==================== block 1
Fig. 1: block 1, signal wires by layer
Drawn at 4 px/µm. Only two layers are drawn.
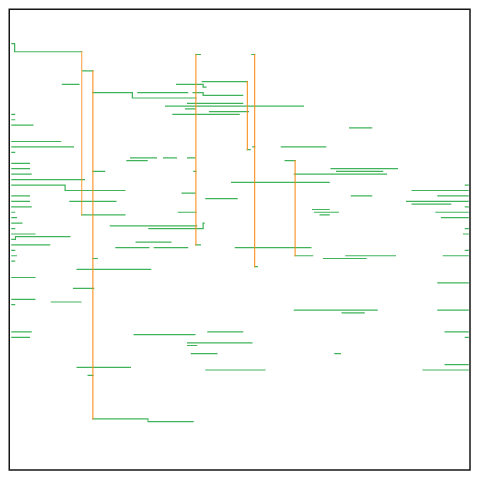

## src/rtl/sat_pkg.sv

```systemverilog
// ---------------------------------------------------------------------------
// sat_pkg
// Shared definitions for the saturating accumulator slice.
//   mode_e          : command encodings carried on in_mode
//   sat_max(width)  : largest signed value representable in 'width' bits
//   sat_min(width)  : smallest signed value representable in 'width' bits
// ---------------------------------------------------------------------------
package sat_pkg;

    typedef enum logic [1:0] {
        MODE_LOAD = 2'b00,
        MODE_ADD  = 2'b01,
        MODE_SUB  = 2'b10,
        MODE_READ = 2'b11
    } mode_e;

    // Computed in 64 bits so any realistic operand width fits before the
    // caller narrows the result with a size cast.
    function automatic longint sat_max(input int width);
        return (longint'(1) <<< (width - 1)) - longint'(1);
    endfunction

    function automatic longint sat_min(input int width);
        return -sat_max(width) - longint'(1);
    endfunction

endpackage

```

## src/rtl/sat_accumulator_if.sv

```systemverilog
// ---------------------------------------------------------------------------
// sat_accumulator_if
// Command and result handshake bundle for sat_accumulator.
//   in_valid/in_ready     : command handshake (master drives valid)
//   in_chan/in_mode/in_data : command payload
//   out_valid/out_ready   : result handshake (slave drives valid)
//   out_chan/out_result/out_overflow/out_err : result payload
// Modports:
//   master : command producer / result consumer
//   slave  : the accumulator itself
// ---------------------------------------------------------------------------
interface sat_accumulator_if #(
    parameter int DATA_WIDTH = 16,
    parameter int CH_WIDTH   = 2
);

    logic                         in_valid;
    logic                         in_ready;
    logic [CH_WIDTH-1:0]          in_chan;
    logic [1:0]                   in_mode;
    logic signed [DATA_WIDTH-1:0] in_data;

    logic                         out_valid;
    logic                         out_ready;
    logic [CH_WIDTH-1:0]          out_chan;
    logic signed [DATA_WIDTH-1:0] out_result;
    logic                         out_overflow;
    logic                         out_err;

    modport master (
        output in_valid, in_chan, in_mode, in_data, out_ready,
        input  in_ready, out_valid, out_chan, out_result, out_overflow, out_err
    );

    modport slave (
        input  in_valid, in_chan, in_mode, in_data, out_ready,
        output in_ready, out_valid, out_chan, out_result, out_overflow, out_err
    );

endinterface

```

## src/rtl/sat_addsub.sv

```systemverilog
// ---------------------------------------------------------------------------
// sat_addsub
// Combinational signed add/subtract that clamps to the representable range.
//   a, b     : signed operands (a is the running accumulator)
//   sub      : 1 computes a - b, 0 computes a + b
//   result   : wrapped sum/difference, or the clamped limit on overflow
//   overflow : the true result did not fit in DATA_WIDTH bits
// ---------------------------------------------------------------------------
module sat_addsub
    import sat_pkg::*;
#(
    parameter int DATA_WIDTH = 16
) (
    input  logic signed [DATA_WIDTH-1:0] a,
    input  logic signed [DATA_WIDTH-1:0] b,
    input  logic                         sub,
    output logic signed [DATA_WIDTH-1:0] result,
    output logic                         overflow
);

    localparam logic signed [DATA_WIDTH-1:0] MAX_VAL = DATA_WIDTH'(sat_max(DATA_WIDTH));
    localparam logic signed [DATA_WIDTH-1:0] MIN_VAL = DATA_WIDTH'(sat_min(DATA_WIDTH));

    logic signed [DATA_WIDTH-1:0] raw;
    logic                         a_neg;
    logic                         b_neg;
    logic                         raw_neg;

    // Overflow is judged from sign bits only. For subtraction the operand
    // signs must differ, which also covers b = MIN without negating it.
    // An overflowing result always lies on a's side of zero, so a's sign
    // picks the limit.
    always_comb begin
        raw     = sub ? (a - b) : (a + b);
        a_neg   = a[DATA_WIDTH-1];
        b_neg   = b[DATA_WIDTH-1];
        raw_neg = raw[DATA_WIDTH-1];
        if (sub) begin
            overflow = (a_neg != b_neg) && (raw_neg != a_neg);
        end else begin
            overflow = (a_neg == b_neg) && (raw_neg != a_neg);
        end
        if (overflow) begin
            result = a_neg ? MIN_VAL : MAX_VAL;
        end else begin
            result = raw;
        end
    end

endmodule

```

## src/rtl/sat_accumulator.sv

```systemverilog
// ---------------------------------------------------------------------------
// sat_accumulator
// Multi-channel saturating accumulator with a one-deep registered result.
//   clk, rst      : rising-edge clock, synchronous active-high reset
//   bus (slave)   : command in (chan/mode/data) and result out, both
//                   valid/ready handshakes; result appears one cycle after
//                   the accepting edge
//   clear_sticky  : pulse that clears every sticky overflow flag
//   sticky_ovf    : per-channel flag, set by any saturating operation
//   ovf_count     : saturation event count, holds at all-ones
// Commands to a channel index >= NUM_CHANNELS are accepted but only
// produce an error result.
// ---------------------------------------------------------------------------
module sat_accumulator
    import sat_pkg::*;
#(
    parameter int DATA_WIDTH    = 16,
    parameter int NUM_CHANNELS  = 4,
    parameter int CH_WIDTH      = 2,
    parameter int OVF_CNT_WIDTH = 8
) (
    input  logic                     clk,
    input  logic                     rst,
    sat_accumulator_if.slave         bus,
    input  logic                     clear_sticky,
    output logic [NUM_CHANNELS-1:0]  sticky_ovf,
    output logic [OVF_CNT_WIDTH-1:0] ovf_count
);

    logic signed [DATA_WIDTH-1:0] acc [NUM_CHANNELS];

    logic                         out_valid_q;
    logic [CH_WIDTH-1:0]          out_chan_q;
    logic signed [DATA_WIDTH-1:0] out_result_q;
    logic                         out_ovf_q;
    logic                         out_err_q;

    mode_e                        mode;
    logic                         accept;
    logic                         chan_ok;
    logic [NUM_CHANNELS-1:0]      chan_sel;
    logic signed [DATA_WIDTH-1:0] cur_acc;
    logic signed [DATA_WIDTH-1:0] as_result;
    logic                         as_overflow;
    logic signed [DATA_WIDTH-1:0] next_val;
    logic                         next_ovf;
    logic                         counted_ovf;
    logic [NUM_CHANNELS-1:0]      sticky_next;

    assign mode         = mode_e'(bus.in_mode);
    assign bus.in_ready = !out_valid_q || bus.out_ready;
    assign accept       = bus.in_valid && bus.in_ready;

    assign bus.out_valid    = out_valid_q;
    assign bus.out_chan     = out_chan_q;
    assign bus.out_result   = out_result_q;
    assign bus.out_overflow = out_ovf_q;
    assign bus.out_err      = out_err_q;

    // Decode the channel index into a one-hot select and mux out the
    // addressed accumulator. An out-of-range index leaves the select all
    // zero, which doubles as the error indication.
    always_comb begin
        chan_sel = '0;
        cur_acc  = '0;
        for (int i = 0; i < NUM_CHANNELS; i++) begin
            if (bus.in_chan == CH_WIDTH'(i)) begin
                chan_sel[i] = 1'b1;
                cur_acc     = acc[i];
            end
        end
    end

    assign chan_ok = |chan_sel;

    sat_addsub #(
        .DATA_WIDTH(DATA_WIDTH)
    ) u_addsub (
        .a        (cur_acc),
        .b        (bus.in_data),
        .sub      (mode == MODE_SUB),
        .result   (as_result),
        .overflow (as_overflow)
    );

    // Pick the value written back to the accumulator and reported on the
    // result port. READ writes the current value back unchanged.
    always_comb begin
        next_val = cur_acc;
        next_ovf = 1'b0;
        case (mode)
            MODE_LOAD: next_val = bus.in_data;
            MODE_ADD,
            MODE_SUB: begin
                next_val = as_result;
                next_ovf = as_overflow;
            end
            default: next_val = cur_acc;
        endcase
        if (!chan_ok) begin
            next_val = '0;
            next_ovf = 1'b0;
        end
    end

    assign counted_ovf = accept && chan_ok && next_ovf;

    // Sticky update ordered clear-then-set so a saturation in the same
    // cycle as a clear (global or by LOAD) leaves the flag set.
    always_comb begin
        sticky_next = clear_sticky ? '0 : sticky_ovf;
        if (accept && (mode == MODE_LOAD)) begin
            sticky_next = sticky_next & ~chan_sel;
        end
        if (counted_ovf) begin
            sticky_next = sticky_next | chan_sel;
        end
    end

    // All state: accumulators, result register, flags and event counter.
    // The accumulator is written on the accept edge so a back-to-back
    // command to the same channel sees the updated value.
    always_ff @(posedge clk) begin
        if (rst) begin
            for (int i = 0; i < NUM_CHANNELS; i++) begin
                acc[i] <= '0;
            end
            out_valid_q  <= 1'b0;
            out_chan_q   <= '0;
            out_result_q <= '0;
            out_ovf_q    <= 1'b0;
            out_err_q    <= 1'b0;
            sticky_ovf   <= '0;
            ovf_count    <= '0;
        end else begin
            if (accept) begin
                out_valid_q  <= 1'b1;
                out_chan_q   <= bus.in_chan;
                out_result_q <= next_val;
                out_ovf_q    <= next_ovf;
                out_err_q    <= !chan_ok;
            end else if (bus.out_ready) begin
                out_valid_q <= 1'b0;
            end
            for (int i = 0; i < NUM_CHANNELS; i++) begin
                if (accept && chan_sel[i]) begin
                    acc[i] <= next_val;
                end
            end
            sticky_ovf <= sticky_next;
            if (counted_ovf && (ovf_count != '1)) begin
                ovf_count <= ovf_count + OVF_CNT_WIDTH'(1);
            end
        end
    end

endmodule

```

## src/flat_wrapper.sv

```systemverilog
// flat-port wrapper written by rule: the top's interface ports become plain ports
module sat_accumulator_flat import sat_pkg::*;
#(
    parameter int DATA_WIDTH    = 16,
    parameter int NUM_CHANNELS  = 4,
    parameter int CH_WIDTH      = 2,
    parameter int OVF_CNT_WIDTH = 8
)
  (clk, rst, clear_sticky, sticky_ovf, ovf_count, bus_in_valid, bus_in_chan, bus_in_mode, bus_in_data, bus_out_ready, bus_in_ready, bus_out_valid, bus_out_chan, bus_out_result, bus_out_overflow, bus_out_err);
  sat_accumulator_if #(.DATA_WIDTH(DATA_WIDTH), .CH_WIDTH(CH_WIDTH)) bus_i ();
  input  logic clk;
  input  logic rst;
  input  logic clear_sticky;
  output logic [NUM_CHANNELS-1:0] sticky_ovf;
  output logic [OVF_CNT_WIDTH-1:0] ovf_count;
  input wire logic [$bits(bus_i.in_valid)-1:0] bus_in_valid;
  input wire logic [$bits(bus_i.in_chan)-1:0] bus_in_chan;
  input wire logic [$bits(bus_i.in_mode)-1:0] bus_in_mode;
  input wire logic [$bits(bus_i.in_data)-1:0] bus_in_data;
  input wire logic [$bits(bus_i.out_ready)-1:0] bus_out_ready;
  output wire logic [$bits(bus_i.in_ready)-1:0] bus_in_ready;
  output wire logic [$bits(bus_i.out_valid)-1:0] bus_out_valid;
  output wire logic [$bits(bus_i.out_chan)-1:0] bus_out_chan;
  output wire logic [$bits(bus_i.out_result)-1:0] bus_out_result;
  output wire logic [$bits(bus_i.out_overflow)-1:0] bus_out_overflow;
  output wire logic [$bits(bus_i.out_err)-1:0] bus_out_err;
  assign bus_i.in_valid = bus_in_valid;
  assign bus_i.in_chan = bus_in_chan;
  assign bus_i.in_mode = bus_in_mode;
  assign bus_i.in_data = bus_in_data;
  assign bus_i.out_ready = bus_out_ready;
  assign bus_in_ready = bus_i.in_ready;
  assign bus_out_valid = bus_i.out_valid;
  assign bus_out_chan = bus_i.out_chan;
  assign bus_out_result = bus_i.out_result;
  assign bus_out_overflow = bus_i.out_overflow;
  assign bus_out_err = bus_i.out_err;
  sat_accumulator #(.DATA_WIDTH(DATA_WIDTH), .NUM_CHANNELS(NUM_CHANNELS), .CH_WIDTH(CH_WIDTH), .OVF_CNT_WIDTH(OVF_CNT_WIDTH)) u_core (.clk(clk), .rst(rst), .bus(bus_i), .clear_sticky(clear_sticky), .sticky_ovf(sticky_ovf), .ovf_count(ovf_count));
endmodule
```

## config.mk

```make
export PLATFORM = sky130hd
export DESIGN_NAME = sat_accumulator_flat
export DESIGN_NICKNAME = d
export VERILOG_FILES = /design/src/rtl/sat_pkg.sv /design/src/rtl/sat_accumulator_if.sv /design/src/rtl/sat_addsub.sv /design/src/rtl/sat_accumulator.sv /design/src/flat_wrapper.sv
export SDC_FILE = /design/constraint.sdc
export NUM_CORES = 1
export LEC_CHECK = 0
export CORE_UTILIZATION = 45
export DETAILED_ROUTE_END_ITERATION = 10
export GPL_TIMING_DRIVEN = 1
export HOLD_SLACK_MARGIN = 0.06
export PLACE_DENSITY = 0.78
export SLEW_MARGIN = 20
export SYNTH_ARGS = -nofsm -noshare
export SYNTH_HDL_FRONTEND = slang
export SYNTH_SLANG_ARGS = --single-unit
```

## constraint.sdc

```tcl
create_clock -name clk -period 6.28 [get_ports clk]
set_input_delay 1.884 -clock clk [delete_from_list [all_inputs] [get_ports clk]]
set_output_delay 1.884 -clock clk [all_outputs]
set_load 0.005 [all_outputs]
```

==================== block 2
## config.mk

```make
export PLATFORM = sky130hd
export DESIGN_NAME = pixel_compositor
export DESIGN_NICKNAME = d
export VERILOG_FILES = /design/src/rtl/gpu_pkg.sv /design/src/rtl/blink_timer.sv /design/src/rtl/pixel_compositor.sv
export SDC_FILE = /design/constraint.sdc
export NUM_CORES = 1
export LEC_CHECK = 0
export ABC_AREA = 1
export CAP_MARGIN = 0
export CORE_ASPECT_RATIO = 0.9
export CORE_UTILIZATION = 32
export CTS_CLUSTER_DIAMETER = 40
export CTS_CLUSTER_SIZE = 20
export DETAILED_ROUTE_END_ITERATION = 10
export GPL_TIMING_DRIVEN = 0
export PLACE_DENSITY = 0.52
export SLEW_MARGIN = 10
export SYNTH_ARGS = -nofsm -noshare
export SYNTH_HDL_FRONTEND = slang
export SYNTH_HIERARCHICAL = 1
export SYNTH_SLANG_ARGS = --single-unit
```

## constraint.sdc

```tcl
create_clock -name gpu_clk -period 1.4 [get_ports gpu_clk]
set_input_delay 0.14 -clock gpu_clk [delete_from_list [all_inputs] [get_ports gpu_clk]]
set_output_delay 0.14 -clock gpu_clk [all_outputs]
set_load 0.03 [all_outputs]
```

## src/rtl/gpu_pkg.sv

```systemverilog
// Shared types and constants for the GPU video output path.
package gpu_pkg;

  localparam int COLOR_W = 6;

  localparam int LAYER_TXT = 2;
  localparam int LAYER_OBJ = 1;
  localparam int LAYER_BG  = 0;

  typedef logic [COLOR_W-1:0] rgb_t;

  typedef enum logic {
    SHOW = 1'b0,
    HIDE = 1'b1
  } blink_state_t;

endpackage

```

## src/rtl/blink_timer.sv

```systemverilog
// Frame-based text blink: vsync edge detect, frame counter and SHOW/HIDE FSM.
module blink_timer
  import gpu_pkg::*;
#(
  parameter int BLINK_FRAMES = 30
) (
  input  logic         gpu_clk,
  input  logic         rst,
  input  logic         vsync,        // active-high regardless of the external sync polarity
  input  logic         blink_en,
  output logic         blink_phase,
  output blink_state_t state_dbg
);

  localparam logic [7:0] LAST_FRAME = 8'(BLINK_FRAMES - 1);

  blink_state_t state, state_nxt;
  logic [7:0]   cnt, cnt_nxt;
  logic         vsync_q;
  logic         frame_evt;

  assign frame_evt   = vsync & ~vsync_q;
  assign blink_phase = (state == SHOW);
  assign state_dbg   = state;

  always_ff @(posedge gpu_clk or posedge rst) begin
    if (rst) begin
      state   <= SHOW;
      cnt     <= '0;
      vsync_q <= 1'b0;
    end else begin
      state   <= state_nxt;
      cnt     <= cnt_nxt;
      vsync_q <= vsync;
    end
  end

  // Disabling parks the timer at the start of a SHOW period so re-enabling begins with full visibility.
  always_comb begin
    state_nxt = state;
    cnt_nxt   = cnt;
    if (!blink_en) begin
      state_nxt = SHOW;
      cnt_nxt   = '0;
    end else if (frame_evt) begin
      if (cnt == LAST_FRAME) begin
        cnt_nxt   = '0;
        state_nxt = (state == SHOW) ? HIDE : SHOW;
      end else begin
        cnt_nxt = cnt + 8'd1;
      end
    end
  end

endmodule

```

## src/rtl/pixel_compositor.sv

```systemverilog
// Final pixel stage: registers inputs (S1), merges text/object/background by priority (S2).
module pixel_compositor #(
  parameter int   COLOR_W      = gpu_pkg::COLOR_W,
  parameter int   BLINK_FRAMES = 30,
  parameter logic SYNC_ACTIVE  = 1'b0
) (
  input  logic               gpu_clk,
  input  logic               rst,
  input  logic               visible_in,
  input  logic               hsync_in,
  input  logic               vsync_in,
  input  logic               text_valid,
  input  logic               text_color,
  input  logic               obj_valid,
  input  logic [COLOR_W-1:0] obj_rgb,
  input  logic [COLOR_W-1:0] bg_rgb,
  input  logic [COLOR_W-1:0] txt_rgb0,
  input  logic [COLOR_W-1:0] txt_rgb1,
  input  logic [2:0]         layer_en,
  input  logic               blink_en,
  output logic [COLOR_W-1:0] rgb_out,
  output logic               hsync_out,
  output logic               vsync_out,
  output logic               visible_out,
  output logic               blink_phase
);

  import gpu_pkg::*;

  logic               s1_visible, s1_hsync, s1_vsync;
  logic               s1_text_valid, s1_text_color, s1_obj_valid;
  logic [COLOR_W-1:0] s1_obj_rgb, s1_bg_rgb, s1_txt_rgb0, s1_txt_rgb1;
  logic [2:0]         s1_layer_en;
  logic [COLOR_W-1:0] pix_sel;
  blink_state_t       blink_state;

  // S1: every input, palette included, is captured together with its pixel.
  always_ff @(posedge gpu_clk or posedge rst) begin
    if (rst) begin
      s1_visible    <= 1'b0;
      s1_hsync      <= ~SYNC_ACTIVE;
      s1_vsync      <= ~SYNC_ACTIVE;
      s1_text_valid <= 1'b0;
      s1_text_color <= 1'b0;
      s1_obj_valid  <= 1'b0;
      s1_obj_rgb    <= '0;
      s1_bg_rgb     <= '0;
      s1_txt_rgb0   <= '0;
      s1_txt_rgb1   <= '0;
      s1_layer_en   <= '0;
    end else begin
      s1_visible    <= visible_in;
      s1_hsync      <= hsync_in;
      s1_vsync      <= vsync_in;
      s1_text_valid <= text_valid;
      s1_text_color <= text_color;
      s1_obj_valid  <= obj_valid;
      s1_obj_rgb    <= obj_rgb;
      s1_bg_rgb     <= bg_rgb;
      s1_txt_rgb0   <= txt_rgb0;
      s1_txt_rgb1   <= txt_rgb1;
      s1_layer_en   <= layer_en;
    end
  end

  blink_timer #(
    .BLINK_FRAMES(BLINK_FRAMES)
  ) u_blink_timer (
    .gpu_clk    (gpu_clk),
    .rst        (rst),
    .vsync      (s1_vsync == SYNC_ACTIVE),
    .blink_en   (blink_en),
    .blink_phase(blink_phase),
    .state_dbg  (blink_state)
  );

  always_comb begin
    pix_sel = '0;
    if (!s1_visible) begin
      pix_sel = '0;
    end else if (s1_layer_en[LAYER_TXT] && s1_text_valid && blink_phase) begin
      pix_sel = s1_text_color ? s1_txt_rgb1 : s1_txt_rgb0;
    end else if (s1_layer_en[LAYER_OBJ] && s1_obj_valid) begin
      pix_sel = s1_obj_rgb;
    end else if (s1_layer_en[LAYER_BG]) begin
      pix_sel = s1_bg_rgb;
    end
  end

  // S2: output registers feeding the DAC.
  always_ff @(posedge gpu_clk or posedge rst) begin
    if (rst) begin
      rgb_out     <= '0;
      hsync_out   <= ~SYNC_ACTIVE;
      vsync_out   <= ~SYNC_ACTIVE;
      visible_out <= 1'b0;
    end else begin
      rgb_out     <= pix_sel;
      hsync_out   <= s1_hsync;
      vsync_out   <= s1_vsync;
      visible_out <= s1_visible;
    end
  end

endmodule

```

==================== block 3
==> config.mk <==
export PLATFORM = sky130hd
export DESIGN_NAME = alu_add_and_cmp
export DESIGN_NICKNAME = d
export VERILOG_FILES = /design/src/rtl/alu_add_and_cmp.sv
export SDC_FILE = /design/constraint.sdc
export NUM_CORES = 1
export LEC_CHECK = 0
export ABC_AREA = 0
export CORE_MARGIN = 4
export CORE_UTILIZATION = 43
export DETAILED_ROUTE_END_ITERATION = 16
export PLACE_DENSITY = 0.7
export SYNTH_ARGS = -nofsm -noshare
export SYNTH_HDL_FRONTEND = slang
export SYNTH_SLANG_ARGS = --single-unit
==> constraint.sdc <==
create_clock -name clk -period 3.89 [get_ports clk]
set_clock_uncertainty 0.05 [all_clocks]
set_input_delay 0.389 -clock clk [delete_from_list [all_inputs] [get_ports clk]]
set_output_delay 0.389 -clock clk [all_outputs]
set_load 0.03 [all_outputs]
==> src/rtl/alu_add_and_cmp.sv <==
// Registered ADD/AND/CMP ALU slice with NZCV flag generation and one-cycle latency.
// Optional feature: define ALU_ADD_SATURATE_EN to make ADD saturate on signed overflow.
module alu_add_and_cmp #(
   parameter int WIDTH = 32
) (
   input  logic             clk,
   input  logic             reset,
   input  logic             valid_in,
   input  logic [1:0]       op,
   input  logic [WIDTH-1:0] in1,
   input  logic [WIDTH-1:0] in2,
   input  logic [3:0]       flag_in,
   input  logic             s,
   output logic [WIDTH-1:0] result,
   output logic [3:0]       new_flag,
   output logic             valid_out,
   output logic             wr_en
);

   typedef enum logic [1:0] {
      OP_ADD  = 2'b00,
      OP_AND  = 2'b01,
      OP_CMP  = 2'b10,
      OP_RSVD = 2'b11
   } op_e;

   localparam int MSB = WIDTH - 1;

   op_e              op_sel;
   logic [WIDTH:0]   sum;
   logic [WIDTH:0]   diff;
   logic             add_ovf;
   logic             cmp_ovf;
   logic [WIDTH-1:0] add_res;
   logic [WIDTH-1:0] and_res;
   logic [WIDTH-1:0] result_nxt;
   logic [3:0]       flag_nxt;
   logic             wr_nxt;

   assign op_sel = op_e'(op);

   // Both arithmetic paths are one bit wider so carry / borrow fall out of the top bit.
   always_comb begin
      sum     = {1'b0, in1} + {1'b0, in2};
      diff    = {1'b0, in1} - {1'b0, in2};
      add_ovf = (in1[MSB] == in2[MSB]) && (sum[MSB] != in1[MSB]);
      cmp_ovf = (in1[MSB] != in2[MSB]) && (diff[MSB] != in1[MSB]);
      and_res = in1 & in2;
`ifdef ALU_ADD_SATURATE_EN
      if (add_ovf) begin
         add_res = in1[MSB] ? {1'b1, {(WIDTH-1){1'b0}}} : {1'b0, {(WIDTH-1){1'b1}}};
      end else begin
         add_res = sum[WIDTH-1:0];
      end
`else
      add_res = sum[WIDTH-1:0];
`endif
   end

   always_comb begin
      result_nxt = result;
      flag_nxt   = flag_in;
      wr_nxt     = 1'b0;
      case (op_sel)
         OP_ADD: begin
            result_nxt = add_res;
            wr_nxt     = 1'b1;
            if (s) begin
               flag_nxt = {add_res[MSB], (add_res == '0), sum[WIDTH], add_ovf};
            end
         end
         OP_AND: begin
            result_nxt = and_res;
            wr_nxt     = 1'b1;
            if (s) begin
               flag_nxt = {and_res[MSB], (and_res == '0), flag_in[1:0]};
            end
         end
         // CMP always writes flags; carry means "no borrow".
         OP_CMP: begin
            flag_nxt = {diff[MSB], (diff[WIDTH-1:0] == '0), ~diff[WIDTH], cmp_ovf};
         end
         default: begin
            flag_nxt = flag_in;
         end
      endcase
   end

   always_ff @(posedge clk) begin
      if (reset) begin
         result    <= '0;
         new_flag  <= 4'b0000;
         valid_out <= 1'b0;
         wr_en     <= 1'b0;
      end else begin
         valid_out <= valid_in;
         wr_en     <= valid_in & wr_nxt;
         if (valid_in) begin
            result   <= result_nxt;
            new_flag <= flag_nxt;
         end
      end
   end

endmodule

==================== block 4
$ cat src/rtl/k580vt57_dma_if.sv
// CPU register port and DMA bus handshake of the K580VT57 controller.
interface k580vt57_dma_if;
  logic [3:0]  iaddr;
  logic [7:0]  idata;
  logic [7:0]  odata;
  logic        iwe_n;
  logic        ird_n;
  logic        hlda;
  logic        hrq;
  logic [3:0]  drq;
  logic [3:0]  dack;
  logic [15:0] oaddr;
  logic        memr_n;
  logic        memw_n;
  logic        ior_n;
  logic        iow_n;
  logic        tc;

  modport master (
    input  iaddr, idata, iwe_n, ird_n, hlda, drq,
    output odata, hrq, dack, oaddr, memr_n, memw_n, ior_n, iow_n, tc
  );

  modport slave (
    output iaddr, idata, iwe_n, ird_n, hlda, drq,
    input  odata, hrq, dack, oaddr, memr_n, memw_n, ior_n, iow_n, tc
  );
endinterface

$ cat src/rtl/k580vt57_dma.sv
// 4-channel i8257-compatible DMA controller (SI/S0..S4 cycle engine, CPU register file).
// Optional ch3->ch2 autoload is built when K580VT57_AUTOLOAD_EN is defined.
module k580vt57_dma (
  input  logic           clk,
  input  logic           reset,
  input  logic           ce,
  k580vt57_dma_if.master bus
);
  typedef enum logic [2:0] {SI, S0, S1, S2, S3, S4} state_t;

  state_t           state, state_nx;
  logic [3:0][15:0] addr, cnt;
  logic [7:0]       mode;
  logic             ff, upd, iwe_q, ird_q;
  logic [3:0]       tc_stat, req, clr;
  logic [1:0]       ch, ch_nx, last, start, sel;
  logic             wr_stb, rd_stb, active, tc_now, al, mirror;
  logic             rdm, wrm, rd_on, wr_on;
  logic [15:0]      rsel;

  assign wr_stb = iwe_q & ~bus.iwe_n;
  assign rd_stb = ~ird_q & bus.ird_n;
  assign sel    = bus.iaddr[2:1];
  assign active = (state == S1) || (state == S2) || (state == S3) || (state == S4);
  assign tc_now = (cnt[ch][13:0] == 14'd0);
`ifdef K580VT57_AUTOLOAD_EN
  assign al     = mode[7] && (ch == 2'd2);
  assign mirror = mode[7] && (sel == 2'd2);
`else
  assign al     = 1'b0;
  assign mirror = 1'b0;
`endif

  // Request set seen by the arbiter already excludes a channel that TC-stop is
  // about to disable, so S4 never chains back into it.
  assign clr   = (state == S4 && tc_now && mode[6] && !al) ? (4'b0001 << ch) : 4'b0000;
  assign req   = bus.drq & mode[3:0] & ~clr;
  assign start = mode[4] ? (((state == S4) ? ch : last) + 2'd1) : 2'd0;

  always_comb begin
    logic       found;
    logic [1:0] idx;
    ch_nx = start;
    found = 1'b0;
    for (int i = 0; i < 4; i++) begin
      idx = start + i[1:0];
      if (!found && req[idx]) begin
        ch_nx = idx;
        found = 1'b1;
      end
    end
  end

  always_comb begin
    state_nx = state;
    if (ce) begin
      case (state)
        SI: if (|req) state_nx = S0;
        S0: if (bus.hlda) state_nx = (|req) ? S1 : SI;
        S1: state_nx = S2;
        S2: state_nx = S3;
        S3: state_nx = S4;
        S4: state_nx = (|req && bus.hlda) ? S1 : SI;
        default: state_nx = SI;
      endcase
    end
  end

  assign rdm   = (cnt[ch][15:14] == 2'b10);
  assign wrm   = (cnt[ch][15:14] == 2'b01);
  assign rd_on = (state == S2) || (state == S3);
  assign wr_on = (state == S3) || (state == S2 && mode[5]);

  assign bus.hrq    = (state != SI);
  assign bus.dack   = (state == S1 || state == S2 || state == S3) ? (4'b0001 << ch) : 4'b0000;
  assign bus.oaddr  = active ? addr[ch] : 16'h0000;
  assign bus.memr_n = ~(rdm & rd_on);
  assign bus.iow_n  = ~(rdm & wr_on);
  assign bus.ior_n  = ~(wrm & rd_on);
  assign bus.memw_n = ~(wrm & wr_on);
  assign bus.tc     = ((state == S3) || (state == S4)) && tc_now;

  assign rsel = bus.iaddr[0] ? cnt[sel] : addr[sel];
  always_comb begin
    bus.odata = 8'h00;
    if (!bus.iaddr[3])         bus.odata = ff ? rsel[15:8] : rsel[7:0];
    else if (bus.iaddr == 4'd8) bus.odata = {3'b000, upd, tc_stat};
  end

  // Address/count registers deliberately have no reset value.
  always_ff @(posedge clk) begin
    if (reset) begin
      state   <= SI;
      mode    <= 8'h00;
      ff      <= 1'b0;
      tc_stat <= 4'h0;
      upd     <= 1'b0;
      ch      <= 2'd0;
      last    <= 2'd3;
      iwe_q   <= 1'b1;
      ird_q   <= 1'b1;
    end else begin
      iwe_q <= bus.iwe_n;
      ird_q <= bus.ird_n;
      state <= state_nx;
      if ((state == S0 || state == S4) && state_nx == S1) ch <= ch_nx;

      if (wr_stb) begin
        if (!bus.iaddr[3]) begin
          ff <= ~ff;
          for (int j = 0; j < 4; j++) begin
            if ((sel == j[1:0] || (mirror && j == 3)) && !(active && ch == j[1:0])) begin
              if (bus.iaddr[0]) begin
                if (ff) cnt[j][15:8] <= bus.idata;
                else    cnt[j][7:0]  <= bus.idata;
              end else begin
                if (ff) addr[j][15:8] <= bus.idata;
                else    addr[j][7:0]  <= bus.idata;
              end
            end
          end
        end else if (bus.iaddr == 4'd8) begin
          mode <= bus.idata;
          ff   <= 1'b0;
        end
      end

      if (rd_stb) begin
        if (!bus.iaddr[3]) ff <= ~ff;
        else if (bus.iaddr == 4'd8) begin
          tc_stat <= 4'h0;
          upd     <= 1'b0;
        end
      end

      // End-of-cycle update sits last so it overrides a same-clock CPU write.
      if (ce && state == S4) begin
        last <= ch;
        if (al && tc_now) begin
          addr[2] <= addr[3];
          cnt[2]  <= cnt[3];
          upd     <= 1'b1;
        end else begin
          addr[ch]       <= addr[ch] + 16'd1;
          cnt[ch][13:0]  <= cnt[ch][13:0] - 14'd1;
        end
        if (tc_now) begin
          tc_stat[ch] <= 1'b1;
          if (mode[6] && !al) mode[ch] <= 1'b0;
        end
      end
    end
  end
endmodule
$ cat src/flat_wrapper.sv
// flat-port wrapper written by rule: the top's interface ports become plain ports
module k580vt57_dma_flat 
  (clk, reset, ce, bus_iaddr, bus_idata, bus_iwe_n, bus_ird_n, bus_hlda, bus_drq, bus_odata, bus_hrq, bus_dack, bus_oaddr, bus_memr_n, bus_memw_n, bus_ior_n, bus_iow_n, bus_tc);
  k580vt57_dma_if bus_i ();
  input  logic clk;
  input  logic reset;
  input  logic ce;
  input wire logic [$bits(bus_i.iaddr)-1:0] bus_iaddr;
  input wire logic [$bits(bus_i.idata)-1:0] bus_idata;
  input wire logic [$bits(bus_i.iwe_n)-1:0] bus_iwe_n;
  input wire logic [$bits(bus_i.ird_n)-1:0] bus_ird_n;
  input wire logic [$bits(bus_i.hlda)-1:0] bus_hlda;
  input wire logic [$bits(bus_i.drq)-1:0] bus_drq;
  output wire logic [$bits(bus_i.odata)-1:0] bus_odata;
  output wire logic [$bits(bus_i.hrq)-1:0] bus_hrq;
  output wire logic [$bits(bus_i.dack)-1:0] bus_dack;
  output wire logic [$bits(bus_i.oaddr)-1:0] bus_oaddr;
  output wire logic [$bits(bus_i.memr_n)-1:0] bus_memr_n;
  output wire logic [$bits(bus_i.memw_n)-1:0] bus_memw_n;
  output wire logic [$bits(bus_i.ior_n)-1:0] bus_ior_n;
  output wire logic [$bits(bus_i.iow_n)-1:0] bus_iow_n;
  output wire logic [$bits(bus_i.tc)-1:0] bus_tc;
  assign bus_i.iaddr = bus_iaddr;
  assign bus_i.idata = bus_idata;
  assign bus_i.iwe_n = bus_iwe_n;
  assign bus_i.ird_n = bus_ird_n;
  assign bus_i.hlda = bus_hlda;
  assign bus_i.drq = bus_drq;
  assign bus_odata = bus_i.odata;
  assign bus_hrq = bus_i.hrq;
  assign bus_dack = bus_i.dack;
  assign bus_oaddr = bus_i.oaddr;
  assign bus_memr_n = bus_i.memr_n;
  assign bus_memw_n = bus_i.memw_n;
  assign bus_ior_n = bus_i.ior_n;
  assign bus_iow_n = bus_i.iow_n;
  assign bus_tc = bus_i.tc;
  k580vt57_dma u_core (.clk(clk), .reset(reset), .ce(ce), .bus(bus_i));
endmodule
$ cat config.mk
export PLATFORM = sky130hd
export DESIGN_NAME = k580vt57_dma_flat
export DESIGN_NICKNAME = d
export VERILOG_FILES = /design/src/rtl/k580vt57_dma_if.sv /design/src/rtl/k580vt57_dma.sv /design/src/flat_wrapper.sv
export SDC_FILE = /design/constraint.sdc
export NUM_CORES = 1
export LEC_CHECK = 0
export CORE_MARGIN = 3
export CORE_UTILIZATION = 55
export CTS_CLUSTER_SIZE = 28
export DETAILED_ROUTE_END_ITERATION = 10
export DONT_BUFFER_PORTS = 1
export HOLD_SLACK_MARGIN = 0.02
export PLACE_DENSITY = 0.73
export SLEW_MARGIN = 20
export SYNTH_ARGS = -nofsm -noshare
export SYNTH_HDL_FRONTEND = slang
export SYNTH_SLANG_ARGS = --single-unit
$ cat constraint.sdc
create_clock -name clk -period 3.7 [get_ports clk]
set_input_delay 0.74 -clock clk [delete_from_list [all_inputs] [get_ports clk]]
set_output_delay 0.74 -clock clk [all_outputs]
set_load 0.02 [all_outputs]
Fig. 2: block 2, track usage over the die
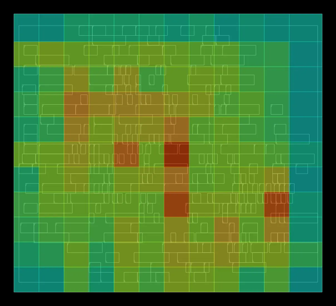
M3 GR Usage: 0.0344
core occupancy in the finished layout: 0.454
met1 routing resource usage after global routing: 0.169

==> summary.txt, block 2 <==
Synthesis and PnR results.

- The run finished with clean final reports.
- Based on the critical path, the design can be clocked at up to around 0.74 GHz.
- Power attributed to sequential cells is between 1.5 and 2 mW.
- The worst setup path is captured at an output pin.
- Tap insertion was completed with 70 tapcells.
- The busiest layer in global routing is met2.
- By instance count after routing, the leading logic cell types are sky130_fd_sc_hd__nand2_1 (66), sky130_fd_sc_hd__dfrtp_1 (48), sky130_fd_sc_hd__clkdlybuf4s50_1 (34).
- The global-route usage over all layers reads 0.125.
- The number of ordinary inverters in the final layout reads 30.
- The class of the tightest hold or removal check reads in -> reg.
- Post-CTS repair changed the size of 10 cells.
- The layout report lists the non-clock buffer share of cell area as 0.181.
- The cell count after placement reads 322.
- Note, the detailed placer reported a final HPWL of ~2800 µm.
- The endpoint of the worst-slack reg-to-reg timing path is u_blink_timer/cnt[3]$_DFFE_PP0P_.
- The average cell area after synthesis reads ~9.6 µm².
- The final cycle utilization of the critical path reads 0.965.
- The power dissipated in the clock network reads between 1 and 1.5 mW.
- The fraction of met2 tracks used by global routing reads 0.196.
- The gate count of the mapped netlist is between 200 and 250.
- The number of antenna violations at the first check in global routing is 0.
- The power report puts the leakage power at 1.34 nW.
- The launch point of the worst hold path reads blink_en.
- Counting every sink on the clock net gives approximately 52.
- Sorting the synthesis cell report by count puts at the top sky130_fd_sc_hd__nand2_1.
- The minimum period implied by the final worst setup slack reads roughly 1.4 ns.
- Setup repair after global routing left no endpoint under its margin.
- The H-tree depth reads 2.
- OpenSTA lists the critical path endpoint as vsync_out.
- Setup slack closes at 0.0494 ns.
- In the final layout, the fill cell count is 608.
- The total net switching power reads roughly 0.73 mW.
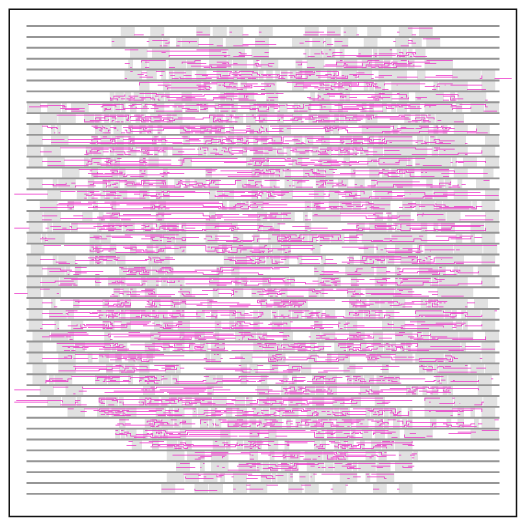
Fig. 3. The metal 1 layer (block 3).
Drawn at 4 px/µm. Supply wires on this layer in grey.
share of all routed wire: 45%
nets with wire on the layer: 1026
main direction: horizontal
wire length on this layer: 9750 µm
longest straight run: 55.2 µm

==> summary.txt, block 3 <==
Synthesis and PnR results.

- The clock tree from TritonCTS is yes.
- The count of buffering cells on the critical path with inverters included reads 2.
- At the end of the flow the core is filled with cells to 0.563.
- The number of warning messages in the yosys log reads 0.
- The clock-pin slew on the worst setup and hold paths is around 0.060 ns.
- The total nets after synthesis reads 1020.
- Setup repair after global routing left no endpoint under its margin.
- The top metal layer carrying routed signals reads met4.
- For the worst-skew pair, the clock arrives at the later sink with an insertion delay of 0.27 ns.
- The worst reg-to-reg setup slack is about 1.0 ns.
- On met1, the global router reports a usage of 0.366.
- The fraction of power consumed by combinational cells is 0.543.
- The finished cells cover about 8000 µm².
- The commonest cells after synthesis are sky130_fd_sc_hd__a21oi_1 (99), sky130_fd_sc_hd__nand2_1 (90), sky130_fd_sc_hd__nor2_1 (70), sky130_fd_sc_hd__ha_1 (64), sky130_fd_sc_hd__inv_1 (58).
- The minimum period implied by the final worst setup slack is 3.58 ns.
- The pin count of the biggest net entering global routing is 38.
- The core utilization at floorplan reads 0.436.
- The dominant power group in this design is combinational cells.
- The leakage power in the latest report is between 3 and 4 nW.
- The routed length on met1 reads approximately 9700 µm.
- The register ranked first by flip-flop count is result.
- The global routing usage on met3 is 0.0291.
- The flow ran to the end, and the final reports show no timing, DRC or antenna violations.
- The fraction of met2 tracks used by global routing is 0.420.
- The clock sink count reads 38.
Fig. 4: block 4, track usage over the die
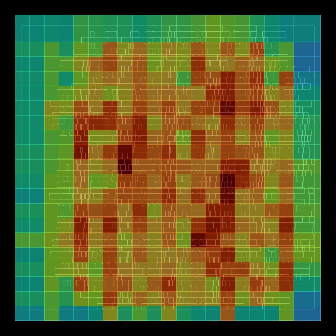
M3 GR Usage: 0.0719
met1 routing resource usage after global routing: 0.412
per-cell routed wire length: 24.7 µm
global routing usage on met2: 0.445
overall track demand over capacity in global routing: 0.295

==> summary.txt, block 4 <==
Synthesis and PnR results.

- The flow ran to the end, and the final reports show no timing, DRC or antenna violations.
- The pin count of the biggest net entering global routing reads around 74.
- The area fraction in compound gates after synthesis is 0.120.
- The tally of nets with antenna violations remaining after routing reads 0.
- The footprint of the flip-flops and latches reads roughly 4300 µm².
- STA puts the critical path data required time at between 2 and 3 ns.
- The total length of routed met3 wires is ~3000 µm.
- The adder-cell share of the synthesized area reads 0.00360.
- The buffer type at the clock tree root reads sky130_fd_sc_hd__clkbuf_16.
- The power dissipated in the clock network reads about 1.7 mW.
- The H-tree generated during clock tree synthesis spans 4 levels.
- The clock-cell share of area is 0.0507.
- The number of logged tool warnings is 27.
- about 56 I/O pins were placed.
- The cell count after placement reads 1165.
- The logic area reads 5860 µm².
- The largest fanout on the critical path reads 8.
- The number of synthesized register bits is 149.
- The number of antenna violations at the first check in global routing reads 0.
- The sequential cell area fraction in the yosys report is 0.408.
- The start of the worst register-to-register path is u_core.ch[0]$_SDFFE_PP0P_.
- The final tally of max-slew violations reads 0.
- The synthesis-to-finish area growth is 8.26%.
- The count of port buffers added during placement reads 0.
- The insertion delay to the later sink of the worst-skew pair is between 0.4 and 0.5 ns.
- The total number of cells along the worst setup path reads 7.
- The register fraction of the total cell area reads 0.378.
- The number of iterations in the first detailed-routing pass reads 5.
- The synthesized area is roughly 10000 µm².
- Setup repair after global routing left no endpoint under its margin.
- Listed in order, past its start point the critical path passes mux4_2 -> inv_1 -> ha_1 -> or4b_4 -> nor4_4 -> nor2b_1 -> buf_4.
- The largest stage delay on the critical path reads ~0.52 ns.
Fig. 5: block 1, the metal 1 layer
Drawn at 4 px/µm. Supply wires on this layer in grey.
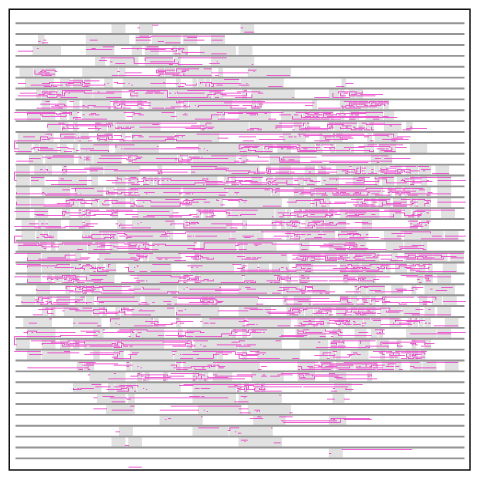
nets with wire on the layer: 601
wire length on this layer: 6410 µm
share of all routed wire: 46%
main direction: horizontal
met1 routing resource usage after global routing: 0.300
vias: 4490
Post-Route WL: 14100 µm

Fig. 6: block 1, metal 4
Drawn at 4 px/µm. Supply wires on this layer in grey.
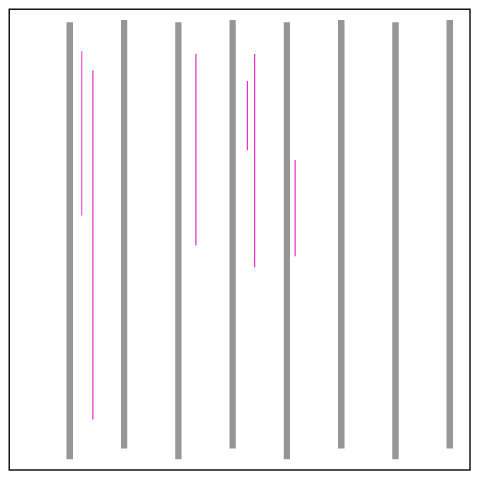
longest straight run: 87.0 µm
share of all routed wire: 1.9%
main direction: vertical
nets with wire on the layer: 5

Notes on Fig. 1 above:
legend:
  metal 3:
    colour: green
    wire_length: 900 µm
  metal 4:
    colour: orange
    wire_length: 269 µm

==> summary.txt, block 1 <==
Synthesis and PnR results.

- The number of clock buffers in the layout is 11.
- The number of stages on the worst hold path is 2.
- The final tally of max-slew violations reads 0.
- TritonRoute reported its final design rule violation total as 0.
- The cell type with the largest total area reads sky130_fd_sc_hd__edfxtp_1.
- The number of buffers on the longest clock path reads 2.
- For the final routed database, the setup TNS stands at 0 ns.
- The number of vias per cell after detailed routing is ~5.8.
- Multi-input logic gates represent a cell area share of 0.435.
- The power group with the largest share is registers.
- The leakage power is 2.48 nW.
- The core utilization at floorplan is 0.469.
- The register fraction of the total cell area is 0.381.
- The register with the most flip-flops in the layout has around 64 of them.
- After synthesis, the most frequently instantiated cells are sky130_fd_sc_hd__nor2_1 (94), sky130_fd_sc_hd__edfxtp_1 (64), sky130_fd_sc_hd__a21oi_1 (45), sky130_fd_sc_hd__nand2_1 (39), sky130_fd_sc_hd__dfxtp_1 (33).
- The run finished with clean final reports.
- The clock-pin slew on the worst setup and hold paths is around 0.060 ns.
- For the pin with the worst max-slew slack, the measured transition is 0.896 ns.
- The number of iterations in the first detailed-routing pass is 5.
- The tool warning count for the run is 28.
- The master of the slowest instance on the critical path reads sky130_fd_sc_hd__clkdlybuf4s50_1.
- The cell class ranked first by area is multi-input combinational cells.
- The H-tree depth is 3.
- The number of placed instances, taps included, is about 760.
- The die span in x is between 100 and 150 µm.
- The count of port buffers added during placement reads about 58.

==> screenshots <==
Sequential cells grouped by signal name.
picture 1
Drawn at 6 px/µm. Other sequential cells in the stronger grey, the rest of the logic in the fainter grey.
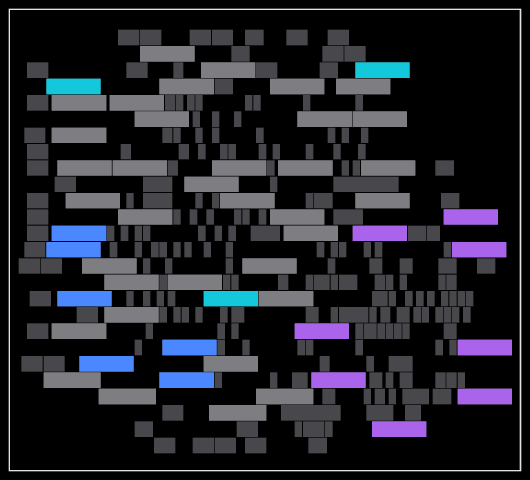
picture 2
Drawn at 4 px/µm. Other sequential cells in the stronger grey, the rest of the logic in the fainter grey.
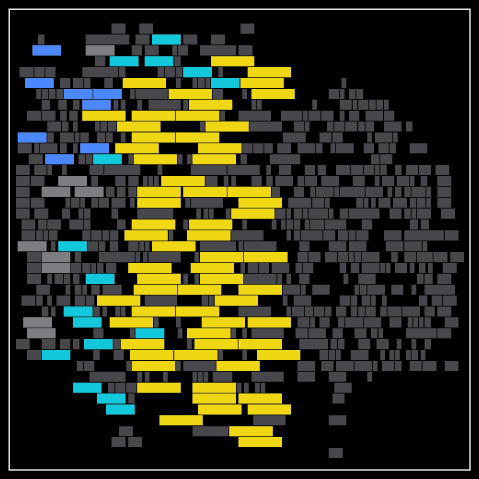
picture 3
Drawn at 3 px/µm. Other sequential cells in the stronger grey, the rest of the logic in the fainter grey.
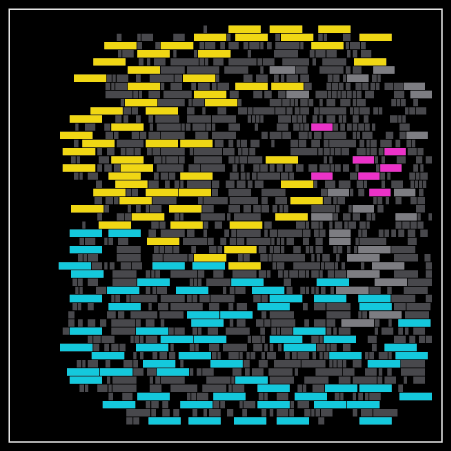
picture 4
Drawn at 4 px/µm. Other sequential cells in the stronger grey, the rest of the logic in the fainter grey.
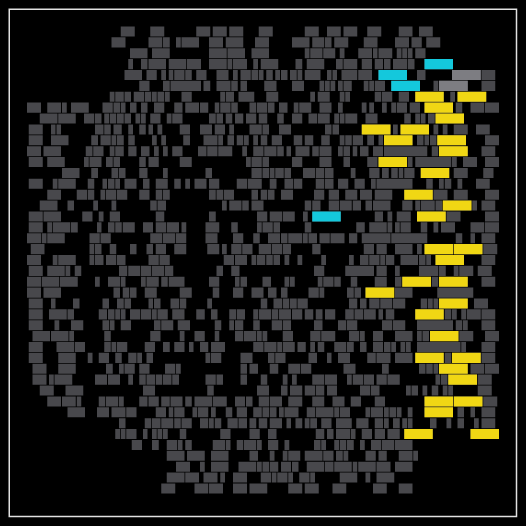
- fewest cells: picture 1
Picture 3 is block 4.
Picture 1 is block 2.
Picture 4 is block 3.
Picture 2 is block 1.

Key to picture 2:
legend:
  `u_core.acc`:
    colour: yellow
    flops: 64
  `u_core.ovf_count`:
    colour: blue
    flops: 8
    where: north-west
  `u_core.bus.out_result`:
    colour: cyan
    flops: 16
not coloured: 9



==> screenshots <==
Signal wires by layer.
image #1
Drawn at 3 px/µm. Only two layers are drawn.
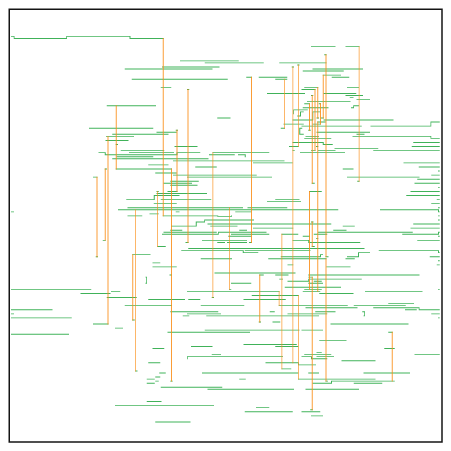
image #2
Drawn at 4 px/µm. Only two layers are drawn.
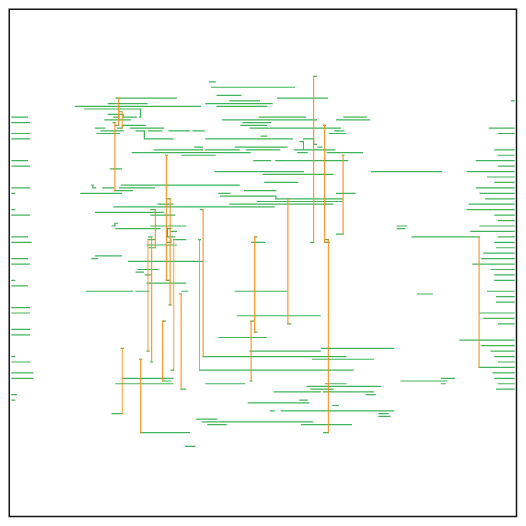
image #3
Drawn at 6 px/µm. Only two layers are drawn.
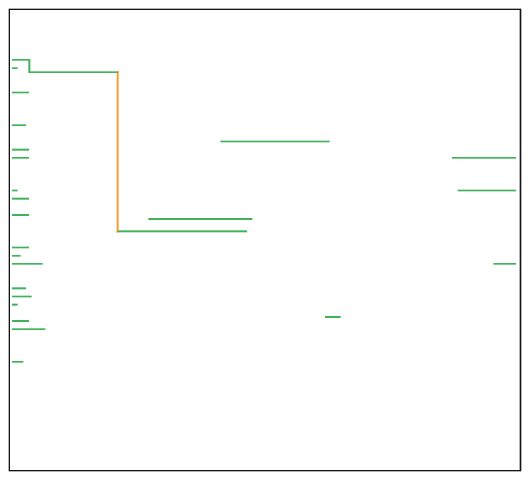
- most wire: image #1
| from | picture |
|---|---|
| block 2 | image #3 |
| block 4 | image #1 |
| block 3 | image #2 |

Power is estimated from default activity; no workload was simulated.
